# ---- block 1 ----
**Block 1: clock network drawn from the DEF**

Drawn at 2 px/um.
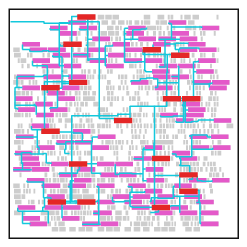

--- src/rtl/signal_out_generator_module.sv ---
// Square-wave generator with programmable high/low phase lengths.
// Configuration is handshaked into a pending register and only applied
// on a period boundary (entry to HIGH), or the cycle after acceptance
// when idle, so the output never carries a truncated or mixed period.
// Optional feature macro: GEN_BURST_EN (finite pulse bursts with burst_done).
module signal_out_generator_module #(
  parameter int CNT_W = 24
) (
  input  logic             clk_50M,
  input  logic             rst,
  input  logic             enable,
  input  logic             cfg_valid,
  output logic             cfg_ready,
  input  logic [CNT_W-1:0] cfg_high,
  input  logic [CNT_W-1:0] cfg_low,
  input  logic [15:0]      burst_len,
  output logic             signal_out,
  output logic             edge_pulse,
  output logic             busy,
  output logic             burst_done
);

  typedef enum logic [1:0] {
    IDLE = 2'd0,
    HIGH = 2'd1,
    LOW  = 2'd2
  } state_e;

  // A zero phase length would stall the counter; treat it as one cycle.
  function automatic logic [CNT_W-1:0] clamp_len(input logic [CNT_W-1:0] v);
    clamp_len = (v == '0) ? CNT_W'(1) : v;
  endfunction

  state_e           state_q, state_d;
  logic [CNT_W-1:0] cnt_q, cnt_d;
  logic [CNT_W-1:0] act_high_q, act_high_d, act_low_q, act_low_d;
  logic [CNT_W-1:0] pend_high_q, pend_high_d, pend_low_q, pend_low_d;
  logic             pend_vld_q, pend_vld_d;
  logic             cfg_ready_q, so_q, ep_q, busy_q, done_q, done_d;
  logic             accept_s, hi_entry_s, apply_s, start_s, last_s;
  logic [CNT_W-1:0] eff_high_s;

`ifdef GEN_BURST_EN
  logic [15:0] act_burst_q, act_burst_d, pend_burst_q, pend_burst_d;
  logic [15:0] pulses_q, pulses_d, eff_burst_s;
  logic        armed_q, armed_d;

  // A new burst may only start once enable has been seen low after the last one.
  assign start_s = enable && armed_q;
  assign last_s  = (pulses_q == 16'd1);
`else
  logic unused_burst_s;

  assign unused_burst_s = ^burst_len;
  assign start_s        = enable;
  assign last_s         = 1'b0;
`endif

  assign accept_s = cfg_valid && cfg_ready_q;

  // Next-state, phase counter and configuration bookkeeping.
  always_comb begin
    state_d     = state_q;
    cnt_d       = cnt_q;
    act_high_d  = act_high_q;
    act_low_d   = act_low_q;
    pend_high_d = pend_high_q;
    pend_low_d  = pend_low_q;
    pend_vld_d  = pend_vld_q;
    done_d      = 1'b0;

    case (state_q)
      IDLE: begin
        if (start_s) state_d = HIGH;
        else         state_d = IDLE;
      end
      HIGH: begin
        if (cnt_q == '0) state_d = LOW;
        else             state_d = HIGH;
      end
      LOW: begin
        if (cnt_q == '0) begin
          if (enable && !last_s) state_d = HIGH;
          else                   state_d = IDLE;
        end else begin
          state_d = LOW;
        end
      end
      default: state_d = IDLE;
    endcase

    hi_entry_s = (state_d == HIGH) && (state_q != HIGH);
    apply_s    = pend_vld_q && ((state_q == IDLE) || hi_entry_s);
    eff_high_s = apply_s ? pend_high_q : act_high_q;

    // Phase lengths are stored clamped to >= 1, so length-1 never wraps.
    if (hi_entry_s) begin
      cnt_d = eff_high_s - CNT_W'(1);
    end else if ((state_q == HIGH) && (cnt_q == '0)) begin
      cnt_d = act_low_q - CNT_W'(1);
    end else if (cnt_q != '0) begin
      cnt_d = cnt_q - CNT_W'(1);
    end else begin
      cnt_d = cnt_q;
    end

    // cfg_ready mirrors !pend_vld_q, so accept and apply never coincide.
    if (apply_s) begin
      act_high_d = pend_high_q;
      act_low_d  = pend_low_q;
      pend_vld_d = 1'b0;
    end else if (accept_s) begin
      pend_high_d = clamp_len(cfg_high);
      pend_low_d  = clamp_len(cfg_low);
      pend_vld_d  = 1'b1;
    end else begin
      pend_vld_d = pend_vld_q;
    end

`ifdef GEN_BURST_EN
    act_burst_d  = act_burst_q;
    pend_burst_d = pend_burst_q;
    armed_d      = armed_q;
    eff_burst_s  = apply_s ? pend_burst_q : act_burst_q;

    if (apply_s) begin
      act_burst_d = pend_burst_q;
    end else if (accept_s) begin
      pend_burst_d = (burst_len == 16'd0) ? 16'd1 : burst_len;
    end else begin
      pend_burst_d = pend_burst_q;
    end

    if ((state_q == IDLE) && hi_entry_s) begin
      pulses_d = (eff_burst_s == 16'd0) ? 16'd1 : eff_burst_s;
    end else if ((state_q == LOW) && (cnt_q == '0) && (pulses_q != 16'd0)) begin
      pulses_d = pulses_q - 16'd1;
    end else begin
      pulses_d = pulses_q;
    end

    done_d = (state_q == LOW) && (cnt_q == '0) && last_s;

    if (!enable)     armed_d = 1'b1;
    else if (done_d) armed_d = 1'b0;
    else             armed_d = armed_q;
`endif
  end

  // State, counters, configuration and registered outputs.
  always_ff @(posedge clk_50M or posedge rst) begin
    if (rst) begin
      state_q     <= IDLE;
      cnt_q       <= '0;
      act_high_q  <= CNT_W'(1);
      act_low_q   <= CNT_W'(1);
      pend_high_q <= '0;
      pend_low_q  <= '0;
      pend_vld_q  <= 1'b0;
      cfg_ready_q <= 1'b1;
      so_q        <= 1'b0;
      ep_q        <= 1'b0;
      busy_q      <= 1'b0;
      done_q      <= 1'b0;
    end else begin
      state_q     <= state_d;
      cnt_q       <= cnt_d;
      act_high_q  <= act_high_d;
      act_low_q   <= act_low_d;
      pend_high_q <= pend_high_d;
      pend_low_q  <= pend_low_d;
      pend_vld_q  <= pend_vld_d;
      cfg_ready_q <= !pend_vld_d;
      so_q        <= (state_d == HIGH);
      ep_q        <= hi_entry_s;
      busy_q      <= (state_d != IDLE);
      done_q      <= done_d;
    end
  end

`ifdef GEN_BURST_EN
  // Burst length bookkeeping and re-arm tracking.
  always_ff @(posedge clk_50M or posedge rst) begin
    if (rst) begin
      act_burst_q  <= 16'd1;
      pend_burst_q <= 16'd0;
      pulses_q     <= 16'd0;
      armed_q      <= 1'b1;
    end else begin
      act_burst_q  <= act_burst_d;
      pend_burst_q <= pend_burst_d;
      pulses_q     <= pulses_d;
      armed_q      <= armed_d;
    end
  end
`endif

  assign cfg_ready  = cfg_ready_q;
  assign signal_out = so_q;
  assign edge_pulse = ep_q;
  assign busy       = busy_q;
`ifdef GEN_BURST_EN
  assign burst_done = done_q;
`else
  assign burst_done = 1'b0;
`endif

endmodule

--- config.mk ---
export PLATFORM = sky130hd
export DESIGN_NAME = signal_out_generator_module
export DESIGN_NICKNAME = d
export VERILOG_FILES = /design/src/rtl/signal_out_generator_module.sv
export SDC_FILE = /design/constraint.sdc
export NUM_CORES = 1
export LEC_CHECK = 0
export ABC_AREA = 1
export CAP_MARGIN = 20
export CORE_UTILIZATION = 51
export DETAILED_ROUTE_END_ITERATION = 7
export PLACE_DENSITY = 0.74
export SYNTH_ARGS = -nofsm -noshare
export SYNTH_HDL_FRONTEND = slang
export SYNTH_SLANG_ARGS = --single-unit
export TNS_END_PERCENT = 30
--- constraint.sdc ---
create_clock -name clk_50M -period 4.24 [get_ports clk_50M]
set_input_delay 0.848 -clock clk_50M [delete_from_list [all_inputs] [get_ports clk_50M]]
set_output_delay 0.848 -clock clk_50M [all_outputs]
set_load 0.01 [all_outputs]
# ---- block 2 ----
[config.mk]
export PLATFORM = sky130hd
export DESIGN_NAME = keypad_debounce
export DESIGN_NICKNAME = d
export VERILOG_FILES = /design/src/rtl/keypad_pkg.sv /design/src/rtl/deb_channel.sv /design/src/rtl/keypad_debounce.sv
export SDC_FILE = /design/constraint.sdc
export NUM_CORES = 1
export LEC_CHECK = 0
export CORE_MARGIN = 3
export CORE_UTILIZATION = 40
export DETAILED_ROUTE_END_ITERATION = 6
export GPL_TIMING_DRIVEN = 0
export PLACE_DENSITY_LB_ADDON = 0.25
export SYNTH_ARGS = -nofsm -noshare
export SYNTH_HDL_FRONTEND = slang
export SYNTH_SLANG_ARGS = --single-unit
[constraint.sdc]
create_clock -name clk -period 2 [get_ports clk]
set_input_delay 0.6 -clock clk [delete_from_list [all_inputs] [get_ports clk]]
set_output_delay 0.6 -clock clk [all_outputs]
set_load 0.02 [all_outputs]
[src/rtl/keypad_pkg.sv]
// Shared constants and types for the keypad debouncer: register map, channel FSM states
// and the layout of the last-key register.
package keypad_pkg;

  localparam logic [1:0] AddrStatus = 2'd0;
  localparam logic [1:0] AddrEvents = 2'd1;
  localparam logic [1:0] AddrMask   = 2'd2;
  localparam logic [1:0] AddrLast   = 2'd3;

  localparam int unsigned LastValidBit = 7;
  localparam int unsigned LastIdxW     = 3;

  typedef enum logic [1:0] {
    StReleased,
    StPressWait,
    StPressed,
    StReleaseWait
  } deb_state_e;

  // Converts a raw synchronized pin level into "pressed" polarity.
  function automatic logic is_pressed(logic raw, bit active_low);
    return raw ^ active_low;
  endfunction

endpackage

[src/rtl/deb_channel.sv]
// One pushbutton channel: 2-flop synchronizer, debounce counter and press/release FSM.
// Optional auto-repeat timer is built when KEYPAD_DEBOUNCE_REPEAT_EN is defined.
module deb_channel
  import keypad_pkg::*;
#(
  parameter int unsigned DEB_CYCLES = 50000,
  parameter int unsigned CNT_W      = 16,
  parameter bit          ACTIVE_LOW = 1'b1
`ifdef KEYPAD_DEBOUNCE_REPEAT_EN
  ,
  parameter int unsigned REPEAT_DELAY  = 500000,
  parameter int unsigned REPEAT_PERIOD = 100000
`endif
) (
  input  logic clk_i,
  input  logic rst_i,
  input  logic pb_i,
  output logic level_o,
  output logic press_o
);

  localparam logic SyncIdle = ACTIVE_LOW;
  // The sample that leaves the idle state counts as the first of DEB_CYCLES.
  localparam logic [CNT_W-1:0] CntLast = CNT_W'(DEB_CYCLES - 2);

  logic [1:0]       sync_q;
  logic             sample;
  deb_state_e       state_q, state_d;
  logic [CNT_W-1:0] cnt_q, cnt_d;
  logic             accept;
  logic             rpt_fire;

  assign sample = is_pressed(sync_q[1], ACTIVE_LOW);

  always_comb begin
    state_d = state_q;
    cnt_d   = '0;
    accept  = 1'b0;
    unique case (state_q)
      StReleased: begin
        if (sample) state_d = StPressWait;
      end
      StPressWait: begin
        if (!sample) begin
          state_d = StReleased;
        end else if (cnt_q == CntLast) begin
          state_d = StPressed;
          accept  = 1'b1;
        end else begin
          cnt_d = cnt_q + CNT_W'(1);
        end
      end
      StPressed: begin
        if (!sample) state_d = StReleaseWait;
      end
      StReleaseWait: begin
        if (sample) begin
          state_d = StPressed;
        end else if (cnt_q == CntLast) begin
          state_d = StReleased;
        end else begin
          cnt_d = cnt_q + CNT_W'(1);
        end
      end
      default: state_d = StReleased;
    endcase
  end

  always_ff @(posedge clk_i) begin
    if (rst_i) begin
      sync_q  <= {2{SyncIdle}};
      state_q <= StReleased;
      cnt_q   <= '0;
    end else begin
      sync_q  <= {sync_q[0], pb_i};
      state_q <= state_d;
      cnt_q   <= cnt_d;
    end
  end

`ifdef KEYPAD_DEBOUNCE_REPEAT_EN
  localparam int unsigned RptMax =
      (REPEAT_DELAY > REPEAT_PERIOD) ? REPEAT_DELAY : REPEAT_PERIOD;
  localparam int unsigned RptW = $clog2(RptMax + 1);
  localparam logic [RptW-1:0] DelayLast  = RptW'(REPEAT_DELAY - 1);
  localparam logic [RptW-1:0] PeriodLast = RptW'(REPEAT_PERIOD - 1);

  logic [RptW-1:0] rpt_q, rpt_d;
  logic            rpt_first_q, rpt_first_d;

  // Timer runs only while the key stays in StPressed; any exit rearms the initial delay.
  always_comb begin
    rpt_d       = '0;
    rpt_first_d = 1'b1;
    rpt_fire    = 1'b0;
    if (state_q == StPressed && state_d == StPressed) begin
      rpt_first_d = rpt_first_q;
      if (rpt_q == (rpt_first_q ? DelayLast : PeriodLast)) begin
        rpt_fire    = 1'b1;
        rpt_first_d = 1'b0;
      end else begin
        rpt_d = rpt_q + RptW'(1);
      end
    end
  end

  always_ff @(posedge clk_i) begin
    if (rst_i) begin
      rpt_q       <= '0;
      rpt_first_q <= 1'b1;
    end else begin
      rpt_q       <= rpt_d;
      rpt_first_q <= rpt_first_d;
    end
  end
`else
  assign rpt_fire = 1'b0;
`endif

  assign level_o = (state_q == StPressed) || (state_q == StReleaseWait);
  assign press_o = accept | rpt_fire;

endmodule

[src/rtl/keypad_debounce.sv]
// Multi-key debouncer with a 4-entry register file (status, sticky events, mask, last key).
// Defining KEYPAD_DEBOUNCE_REPEAT_EN adds auto-repeat of held keys.
module keypad_debounce
  import keypad_pkg::*;
#(
  parameter int unsigned N_KEYS     = 5,
  parameter int unsigned DEB_CYCLES = 50000,
  parameter int unsigned CNT_W      = 16,
  parameter bit          ACTIVE_LOW = 1'b1
`ifdef KEYPAD_DEBOUNCE_REPEAT_EN
  ,
  parameter int unsigned REPEAT_DELAY  = 500000,
  parameter int unsigned REPEAT_PERIOD = 100000
`endif
) (
  input  logic              clk,
  input  logic              reset,
  input  logic [N_KEYS-1:0] pb,
  input  logic [1:0]        addr,
  input  logic              rd_en,
  input  logic              wr_en,
  input  logic [7:0]        wdata,
  output logic [7:0]        rdata,
  output logic              irq,
  output logic              led
);

  logic [N_KEYS-1:0] level;
  logic [N_KEYS-1:0] press;

  for (genvar i = 0; i < N_KEYS; i++) begin : g_chan
    deb_channel #(
      .DEB_CYCLES    (DEB_CYCLES),
      .CNT_W         (CNT_W),
      .ACTIVE_LOW    (ACTIVE_LOW)
`ifdef KEYPAD_DEBOUNCE_REPEAT_EN
      ,
      .REPEAT_DELAY  (REPEAT_DELAY),
      .REPEAT_PERIOD (REPEAT_PERIOD)
`endif
    ) u_chan (
      .clk_i   (clk),
      .rst_i   (reset),
      .pb_i    (pb[i]),
      .level_o (level[i]),
      .press_o (press[i])
    );
  end

  logic [N_KEYS-1:0]   events_q, events_d;
  logic [N_KEYS-1:0]   mask_q, mask_d;
  logic [N_KEYS-1:0]   wr_bits, clr_bits;
  logic                last_valid_q, last_valid_d;
  logic [LastIdxW-1:0] last_idx_q, last_idx_d;
  logic [7:0]          rdata_q, rdata_d;
  logic                irq_q;
  logic                wr_events, wr_mask, wr_last;
  logic                unused_wdata;

  assign wr_bits      = wdata[N_KEYS-1:0];
  assign unused_wdata = ^wdata;
  assign wr_events    = wr_en && (addr == AddrEvents);
  assign wr_mask      = wr_en && (addr == AddrMask);
  assign wr_last      = wr_en && (addr == AddrLast);
  assign clr_bits     = wr_events ? wr_bits : '0;

  always_comb begin
    // New presses are OR-ed in after the clear so a same-cycle set survives.
    events_d     = (events_q & ~clr_bits) | press;
    mask_d       = wr_mask ? wr_bits : mask_q;
    last_valid_d = last_valid_q & ~wr_last;
    last_idx_d   = last_idx_q;
    // Descending scan leaves the lowest simultaneous index as the winner.
    for (int i = int'(N_KEYS) - 1; i >= 0; i--) begin
      if (press[i]) begin
        last_valid_d = 1'b1;
        last_idx_d   = LastIdxW'(i);
      end
    end
  end

  // Reads use pre-write register values so a same-cycle write is not visible yet.
  always_comb begin
    rdata_d = rdata_q;
    if (rd_en) begin
      rdata_d = '0;
      unique case (addr)
        AddrStatus: rdata_d = 8'(level);
        AddrEvents: rdata_d = 8'(events_q);
        AddrMask:   rdata_d = 8'(mask_q);
        AddrLast: begin
          rdata_d[LastValidBit]    = last_valid_q;
          rdata_d[LastIdxW-1:0]    = last_idx_q;
        end
        default: rdata_d = '0;
      endcase
    end
  end

  always_ff @(posedge clk) begin
    if (reset) begin
      events_q     <= '0;
      mask_q       <= '0;
      last_valid_q <= 1'b0;
      last_idx_q   <= '0;
      rdata_q      <= '0;
      irq_q        <= 1'b0;
    end else begin
      events_q     <= events_d;
      mask_q       <= mask_d;
      last_valid_q <= last_valid_d;
      last_idx_q   <= last_idx_d;
      rdata_q      <= rdata_d;
      irq_q        <= |(events_q & mask_q);
    end
  end

  assign rdata = rdata_q;
  assign irq   = irq_q;
  assign led   = |level;

endmodule

# ---- block 3 ----
File: src/rtl/sdram_refresh_sched.sv
// SDRAM auto-refresh scheduler: counts refresh ticks, takes the command bus
// from the main arbiter, issues PRECHARGE ALL followed by one or more
// back-to-back AUTO REFRESH commands, and then releases the bus.
module sdram_refresh_sched #(
  parameter int TrpCycles    = 3,
  parameter int TrfcCycles   = 9,
  parameter int MaxPending   = 8,
  parameter int UrgentThresh = 4
) (
  input  logic                              i_dram_clk,
  input  logic                              i_rst_n,
  input  logic                              i_init_done,
  input  logic                              i_refresh_req,
  input  logic                              i_bus_grant,
  output logic                              o_refresh_en,
  output logic                              o_bus_req,
  output logic                              o_urgent,
  output logic [3:0]                        o_cmd,
  output logic                              o_a10,
  output logic                              o_ref_done,
  output logic [$clog2(MaxPending+1)-1:0]   o_pending,
  output logic                              o_overflow
);

  localparam int PW   = $clog2(MaxPending + 1);
  localparam int WMAX = (TrpCycles > TrfcCycles) ? TrpCycles : TrfcCycles;
  localparam int CW   = $clog2(WMAX + 1);

  localparam logic [3:0]    CMD_NOP  = 4'b0111;
  localparam logic [3:0]    CMD_PRE  = 4'b0010;
  localparam logic [3:0]    CMD_REF  = 4'b0001;
  localparam logic [CW-1:0] RP_LOAD  = CW'(TrpCycles - 1);
  localparam logic [CW-1:0] RFC_LOAD = CW'(TrfcCycles - 1);
  localparam logic [CW-1:0] WAIT_ONE = CW'(1);
  localparam logic [PW-1:0] PEND_MAX = PW'(MaxPending);
  localparam logic [PW-1:0] URG_TH   = PW'(UrgentThresh);

  typedef enum logic [2:0] {
    ST_IDLE, ST_REQ, ST_PRE, ST_WAIT_RP, ST_REF, ST_WAIT_RFC
  } state_t;

  state_t        state_q, state_d;
  logic [CW-1:0] wait_q, wait_d;
  logic [PW-1:0] pend_q, pend_d;
  logic          ovf_q, ovf_d;
  logic          ren_q;
  logic          inc, dec;
  logic [3:0]    cmd;
  logic          a10, bus_req, ref_done;

  // Pending-refresh bookkeeping; forced to zero until init completes.
  always_comb begin
    inc    = i_refresh_req;
    dec    = (state_q == ST_REF) && (pend_q != '0);
    pend_d = pend_q;
    ovf_d  = ovf_q;
    if (!i_init_done) begin
      pend_d = '0;
    end else if (inc && !dec) begin
      if (pend_q == PEND_MAX) ovf_d = 1'b1;
      else                    pend_d = pend_q + 1'b1;
    end else if (dec && !inc) begin
      pend_d = pend_q - 1'b1;
    end
  end

  // Sequence FSM; one down-counter times both tRP and tRFC waits.
  // The end-of-tRFC decision looks at the post-update count so a tick
  // landing in that last cycle still earns a back-to-back refresh.
  always_comb begin
    state_d  = state_q;
    wait_d   = wait_q;
    cmd      = CMD_NOP;
    a10      = 1'b0;
    bus_req  = 1'b1;
    ref_done = 1'b0;
    case (state_q)
      ST_IDLE: begin
        bus_req = 1'b0;
        if (i_init_done && (pend_q != '0)) state_d = ST_REQ;
      end
      ST_REQ: begin
        if (i_bus_grant) state_d = ST_PRE;
      end
      ST_PRE: begin
        cmd = CMD_PRE;
        a10 = 1'b1;
        if (TrpCycles > 1) begin
          state_d = ST_WAIT_RP;
          wait_d  = RP_LOAD;
        end else begin
          state_d = ST_REF;
        end
      end
      ST_WAIT_RP: begin
        if (wait_q <= WAIT_ONE) begin
          state_d = ST_REF;
          wait_d  = '0;
        end else begin
          wait_d = wait_q - 1'b1;
        end
      end
      ST_REF: begin
        cmd = CMD_REF;
        if (TrfcCycles > 1) begin
          state_d = ST_WAIT_RFC;
          wait_d  = RFC_LOAD;
        end else if (pend_d != '0) begin
          state_d = ST_REF;
        end else begin
          state_d  = ST_IDLE;
          ref_done = 1'b1;
        end
      end
      ST_WAIT_RFC: begin
        if (wait_q <= WAIT_ONE) begin
          wait_d = '0;
          if (pend_d != '0) begin
            state_d = ST_REF;
          end else begin
            state_d  = ST_IDLE;
            ref_done = 1'b1;
          end
        end else begin
          wait_d = wait_q - 1'b1;
        end
      end
      default: begin
        state_d = ST_IDLE;
        bus_req = 1'b0;
      end
    endcase
  end

  // State registers; reset aborts any sequence in flight.
  always_ff @(posedge i_dram_clk) begin
    if (!i_rst_n) begin
      state_q <= ST_IDLE;
      wait_q  <= '0;
      pend_q  <= '0;
      ovf_q   <= 1'b0;
      ren_q   <= 1'b0;
    end else begin
      state_q <= state_d;
      wait_q  <= wait_d;
      pend_q  <= pend_d;
      ovf_q   <= ovf_d;
      ren_q   <= i_init_done;
    end
  end

  assign o_refresh_en = ren_q;
  assign o_bus_req    = bus_req;
  assign o_cmd        = cmd;
  assign o_a10        = a10;
  assign o_ref_done   = ref_done;
  assign o_pending    = pend_q;
  assign o_overflow   = ovf_q;
  assign o_urgent     = (pend_q >= URG_TH);

endmodule

File: config.mk
export PLATFORM = sky130hd
export DESIGN_NAME = sdram_refresh_sched
export DESIGN_NICKNAME = d
export VERILOG_FILES = /design/src/rtl/sdram_refresh_sched.sv
export SDC_FILE = /design/constraint.sdc
export NUM_CORES = 1
export LEC_CHECK = 0
export CAP_MARGIN = 15
export CELL_PAD_IN_SITES_DETAIL_PLACEMENT = 1
export CELL_PAD_IN_SITES_GLOBAL_PLACEMENT = 2
export CORE_MARGIN = 2
export CORE_UTILIZATION = 28
export CTS_CLUSTER_DIAMETER = 100
export DETAILED_ROUTE_END_ITERATION = 12
export GPL_TIMING_DRIVEN = 0
export PLACE_DENSITY = 0.81
export SYNTH_ARGS = -nofsm -noshare
export SYNTH_HDL_FRONTEND = slang
export SYNTH_SLANG_ARGS = --single-unit
File: constraint.sdc
create_clock -name i_dram_clk -period 2.4 [get_ports i_dram_clk]
set_input_delay 0.24 -clock i_dram_clk [delete_from_list [all_inputs] [get_ports i_dram_clk]]
set_output_delay 0.24 -clock i_dram_clk [all_outputs]
set_load 0.005 [all_outputs]
**Block 1: routing congestion map**

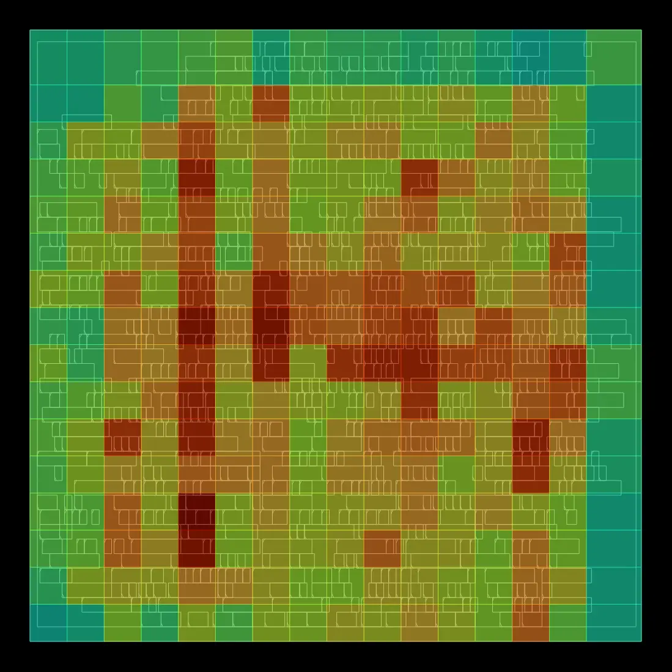
layer with the highest usage: met2
met2 GRT Util: 0.409
final core area utilization: 0.630

About 'clock network drawn from the DEF' of block 1:
[clock drivers] red | count: 17
[clock wires] cyan | length: 1590 um
[flip-flops] magenta | count: 127
flops lie: widely spread

==> deck_impl_summary.md, block 1 <==
Physical Implementation Snapshot

Layout
  • Logic inverters: 100
  • Fraction of area in registers: 0.417
  • Fillers: 1115
  • Synthesis-to-layout area growth: 19.9%
  • Comb area: 2670 um2
  • ClkCell Share: 0.0717
  • Sequential Area: 3180 um2
  • Sequential cell count: 127
  • Final non-filler cell total: 1075
  • Top cells excl fill/tap: nand2_1, dfrtp_1, inv_1, nand3_1, o21ai_0
  • Share of cells above drive strength 1: 0.0904

Pwr
  • Clk network pwr share: 0.271
  • Worst IR Drop VDD: 0.348 mV
  • Final Power: 4.98 mW
  • Leak: 3.81 nW
  • PwrDens: 653 nW/um2
  • Int Pwr: 3.20 mW
  • Top Consumer: registers

Setup path
  • CP Class: flip-flop to flip-flop
  • Flop2flop setup slack: 1.07 ns
  • Critical path's top delay family: simple AND/OR/NAND/NOR gates

Timing
  • Final-report setup violation count: 0
  • Setup Total Neg Slack: 0 ns
  • RSZ-0062 raised after global routing: no

Outcome
  • Outcome: finished, final reports clean

CTS
  • Clk root buf: clkbuf_16
  • Late-Pin Clk Latency: 0.41 ns
  • Post-CTS sizing: 0
  • Clock buffer depth: 2

Die
  • Die W: 114 um
  • CORE AREA: 12100 um2
  • Rows: 40
  • Die Area: 12900 um2
  • Tapcell count: 168

Hold path
  • Worst Hold Endpoint: act_high_q[21]
  • Worst Hold Class: flip-flop to flip-flop

Synthesis
  • Syn nets: 909
  • Simple-Gate Fraction of Synth Area: 0.334
  • Async SR Flop Fraction: 1.00
  • Commonest cells in the netlist: nand2_1, dfrtp_1, inv_1
  • Top FF cell, synth: dfrtp_1
  • Yosys Instances: 840

Run
  • Count of tool warnings: 42

Drt
  • Met1 WL: 6630 um

Place
  • Port buffer count: 55
  • Routability cong.: 0.957
  • DP HPWL: 10600 um
  • DP Cell Count: 1043
  • Area after DPL: 7080 um2

GRT
  • Largest net degree at the start of global routing: 68
  • Initial antenna violation count: 0
[block 1: worst register-to-register path: stages, from the launching register on]
cell and delay, ns:
dfrtp_1 0.40, nor2_1 0.12, nand2_1 0.11, nor2_2 0.19, nand3_4 0.15, inv_1 0.10, nand2_1 0.10, inv_1 0.55
nand2_1 0.12, nand3b_1 0.17, nand2_2 0.13, ha_1 0.25, nand3_1 0.13, inv_1 0.12, nand2_2 0.14, nor2_2 0.06
xor2_1 0.14, nor2_1 0.06
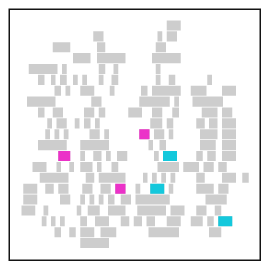
**Above:** block 3 (gate-type map).
Drawn at 4 px/um.
| family | color | cells | most used |
|---|---|---|---|
| non-inverting ao/oa cells | magenta | 3 | a21o_1 |
| mux cells | cyan | 3 | mux2i_1 |

**Block 3: layout detail**

Region (34, 34) to (59, 59) um. Cells in gray, sequential cells in the stronger gray; small squares are vias.
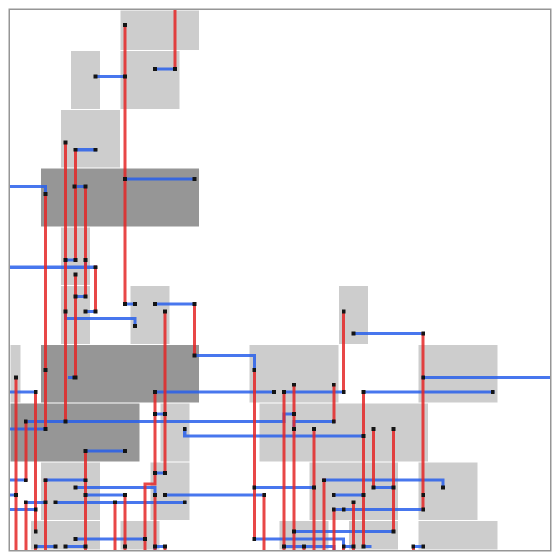
| layer | color |
|---|---|
| metal 2 | red |
| metal 1 | blue |
most frequent: buf_4 (3), clkdlybuf4s50_1 (3)
sequential cells in the window: 3
netlist names of flops here include: o_pending (2), o_overflow (1)
cells with their middle in the window: 24

==> deck_impl_summary.md, block 3 <==
Physical Implementation Snapshot

Drt
  • Highest metal used: met4
  • Iteration-0 DRC Markers: 52
  • Vias per inst: 5.03
  • Drt wl/cell: 13.3 um
  • Met2 WL: 1340 um

Pwr
  • PwrDens: 402 nW/um2
  • Sw Share: 0.315
  • P_sw: 161 uW
  • Top Consumer: registers
  • Leak: 0.514 nW

Setup path
  • Reg2Reg Depth: 7
  • WP buf/inv: 1
  • Critical Path Fanout Max: 4
  • Reg-to-reg endpoint: state_q[2]
  • Crit path DAT: 2.20 ns
  • Flop2flop setup slack: 0.27 ns
  • WP depth: 6

Layout
  • Design area: 1270 um2
  • Top cell excl fill/tap: clkdlybuf4s50_1
  • Synthesis-to-layout area growth: 33.6%
  • Final non-filler cell total: 197
  • Share of cells above drive strength 1: 0.199

Timing
  • Final-report setup violation count: 1
  • Rel. slew slack: 0.662
  • RSZ-0062 raised after global routing: yes
  • Worst Setup Slack, final: -0.0396 ns
  • Cycle use final: 1.02
  • Worst Max-Slew Pin Slew: 0.503 ns

CTS
  • Setup bufs post-CTS: 5
  • Clock buffer depth: 2
  • TritonCTS clock tree: built
  • Worst-path clk slew: 0.09 ns
  • Clk root buf: clkbuf_4
  • Num Clock Sinks: 13

GRT
  • Largest net degree at the start of global routing: 11
  • GRT Resource Usage Total: 0.146
  • Vias in the first global route: 1020

Synthesis
  • Commonest cells in the netlist: dfxtp_1, nand2_1, nor2_1
  • Async SR Flop Fraction: 0
  • Flops & latches, synth: 13
  • Yosys Instances: 126
  • Avg Inst Size Synth: 7.57 um2
  • Yosys warning tally: 0

Place
  • DP Cell Count: 188
  • Area after DPL: 1170 um2
  • Routability cong.: 0.793
  • Port buffer count: 16

Die
  • Rows: 21
  • Die W: 62.4 um

Outcome
  • Outcome: complete, but fails checks
  • Failing checks: setup timing

Run
  • Number of max-cap violations: 0

Hold path
  • Worst Hold Class: input port to flip-flop
## block 3: cell families after synthesis
kind of cell / count (synthesis) / synth area share
muxes: 3 / 0.0315
and+or+nand+nor: 62 / 0.371
adders and majority gates: 4 / 0.0525
other: 1 / 0.00393
buffers and inverters: 18 / 0.0918
AOI/OAI and AO/OA: 25 / 0.176
DFF: 13 / 0.273
## block 3: area by class of cell
class	instances	area, um2	area share
plain buffers	6	35.0	0.0275
clock buffers	4	26.3	0.0206
well taps	46	57.6	0.0452
repair buffers	22	200	0.157
multi-input cells	95	647	0.508
flip-flops and latches	13	267	0.209
inverters	11	41.3	0.0324
**Block 2: gate-type map**

Drawn at 2 px/um.
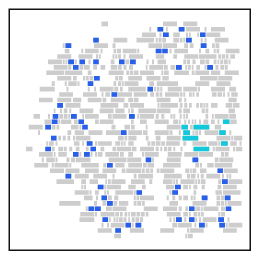
| family | color | cells | most used |
|---|---|---|---|
| mux cells | cyan | 8 | mux2i_1 |
| xor and xnor cells | blue | 64 | xor2_1 |
logic share of the area: 0.426
final non-filler cell total: 805
Top cell excl fill/tap: dfxtp_1

==> deck_impl_summary.md, block 2 <==
Physical Implementation Snapshot

Setup path
  • Critical Path Fanout Max: 2
  • Critical Path Max Stage Delay: 0.60 ns
  • Reg2Reg Depth: 5

GRT
  • Largest net degree at the start of global routing: 17
  • Grt ovf: 0

Layout
  • Synthesis-to-layout area growth: 22.3%
  • Design area: 6330 um2
  • ClkCell Share: 0.0934
  • Logic inverters: 14

Pwr
  • Clk power: 2.98 mW

Synthesis
  • Commonest cells in the netlist: dfxtp_1, nor2_1, nand2_1

Outcome
  • Outcome: finished, final reports clean

Die
  • Core Util at FP: 0.421
  • Die W: 120 um
  • Die Area: 14400 um2
  • # IOs: 29

Drt
  • Drt wl/cell: 12.7 um
  • Total Wirelength: 10200 um

Timing
  • Peak Freq: 518 MHz
  • Final-report setup violation count: 0

Place
  • DP Cell Count: 765

Hold path
  • Worst Hold Class: flip-flop to flip-flop
block 2: metal layers:
| layer | wire [um] | part of all wire | track usage | vias to the layer above |
|---|---|---|---|---|
| li1 | - | - | - | 2102 |
| met1 | 5050 | 0.49 | 0.198 | 1893 |
| met2 | 4630 | 0.45 | 0.223 | 74 |
| met3 | 429 | 0.042 | 0.0537 | 12 |
| met4 | 112 | 0.011 | 0.0508 | 0 |
| met5 | 0 | 0 | 0 | - |
block 2: what timing repair did:
item                                    4_1_cts  5_1_grt
buffers inserted                              3        6
endpoints found under the setup margin       54       44
pin swaps                                     0        5
resized                                       5       18

## Gallery

Met1 routing.
Plate I
Drawn at 2 px/um.
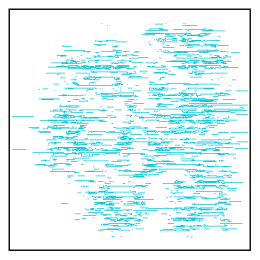
Plate II
Drawn at 2 px/um.
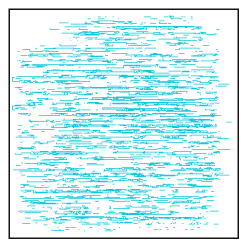
Plate III
Drawn at 4 px/um.
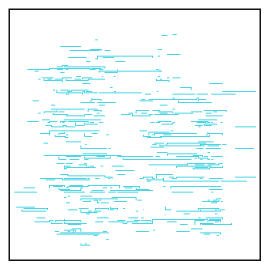
Plate II: block 1
Plate I: block 2
Plate III: block 3
Of these, smallest die: Plate III

Key to Plate III:
main direction: horizontal
nets with wire on the layer: 147
longest straight run: 19.3 um
wire length on this layer: 1170 um


Power figures rest on the tool's default switching activity, not on a simulated workload.
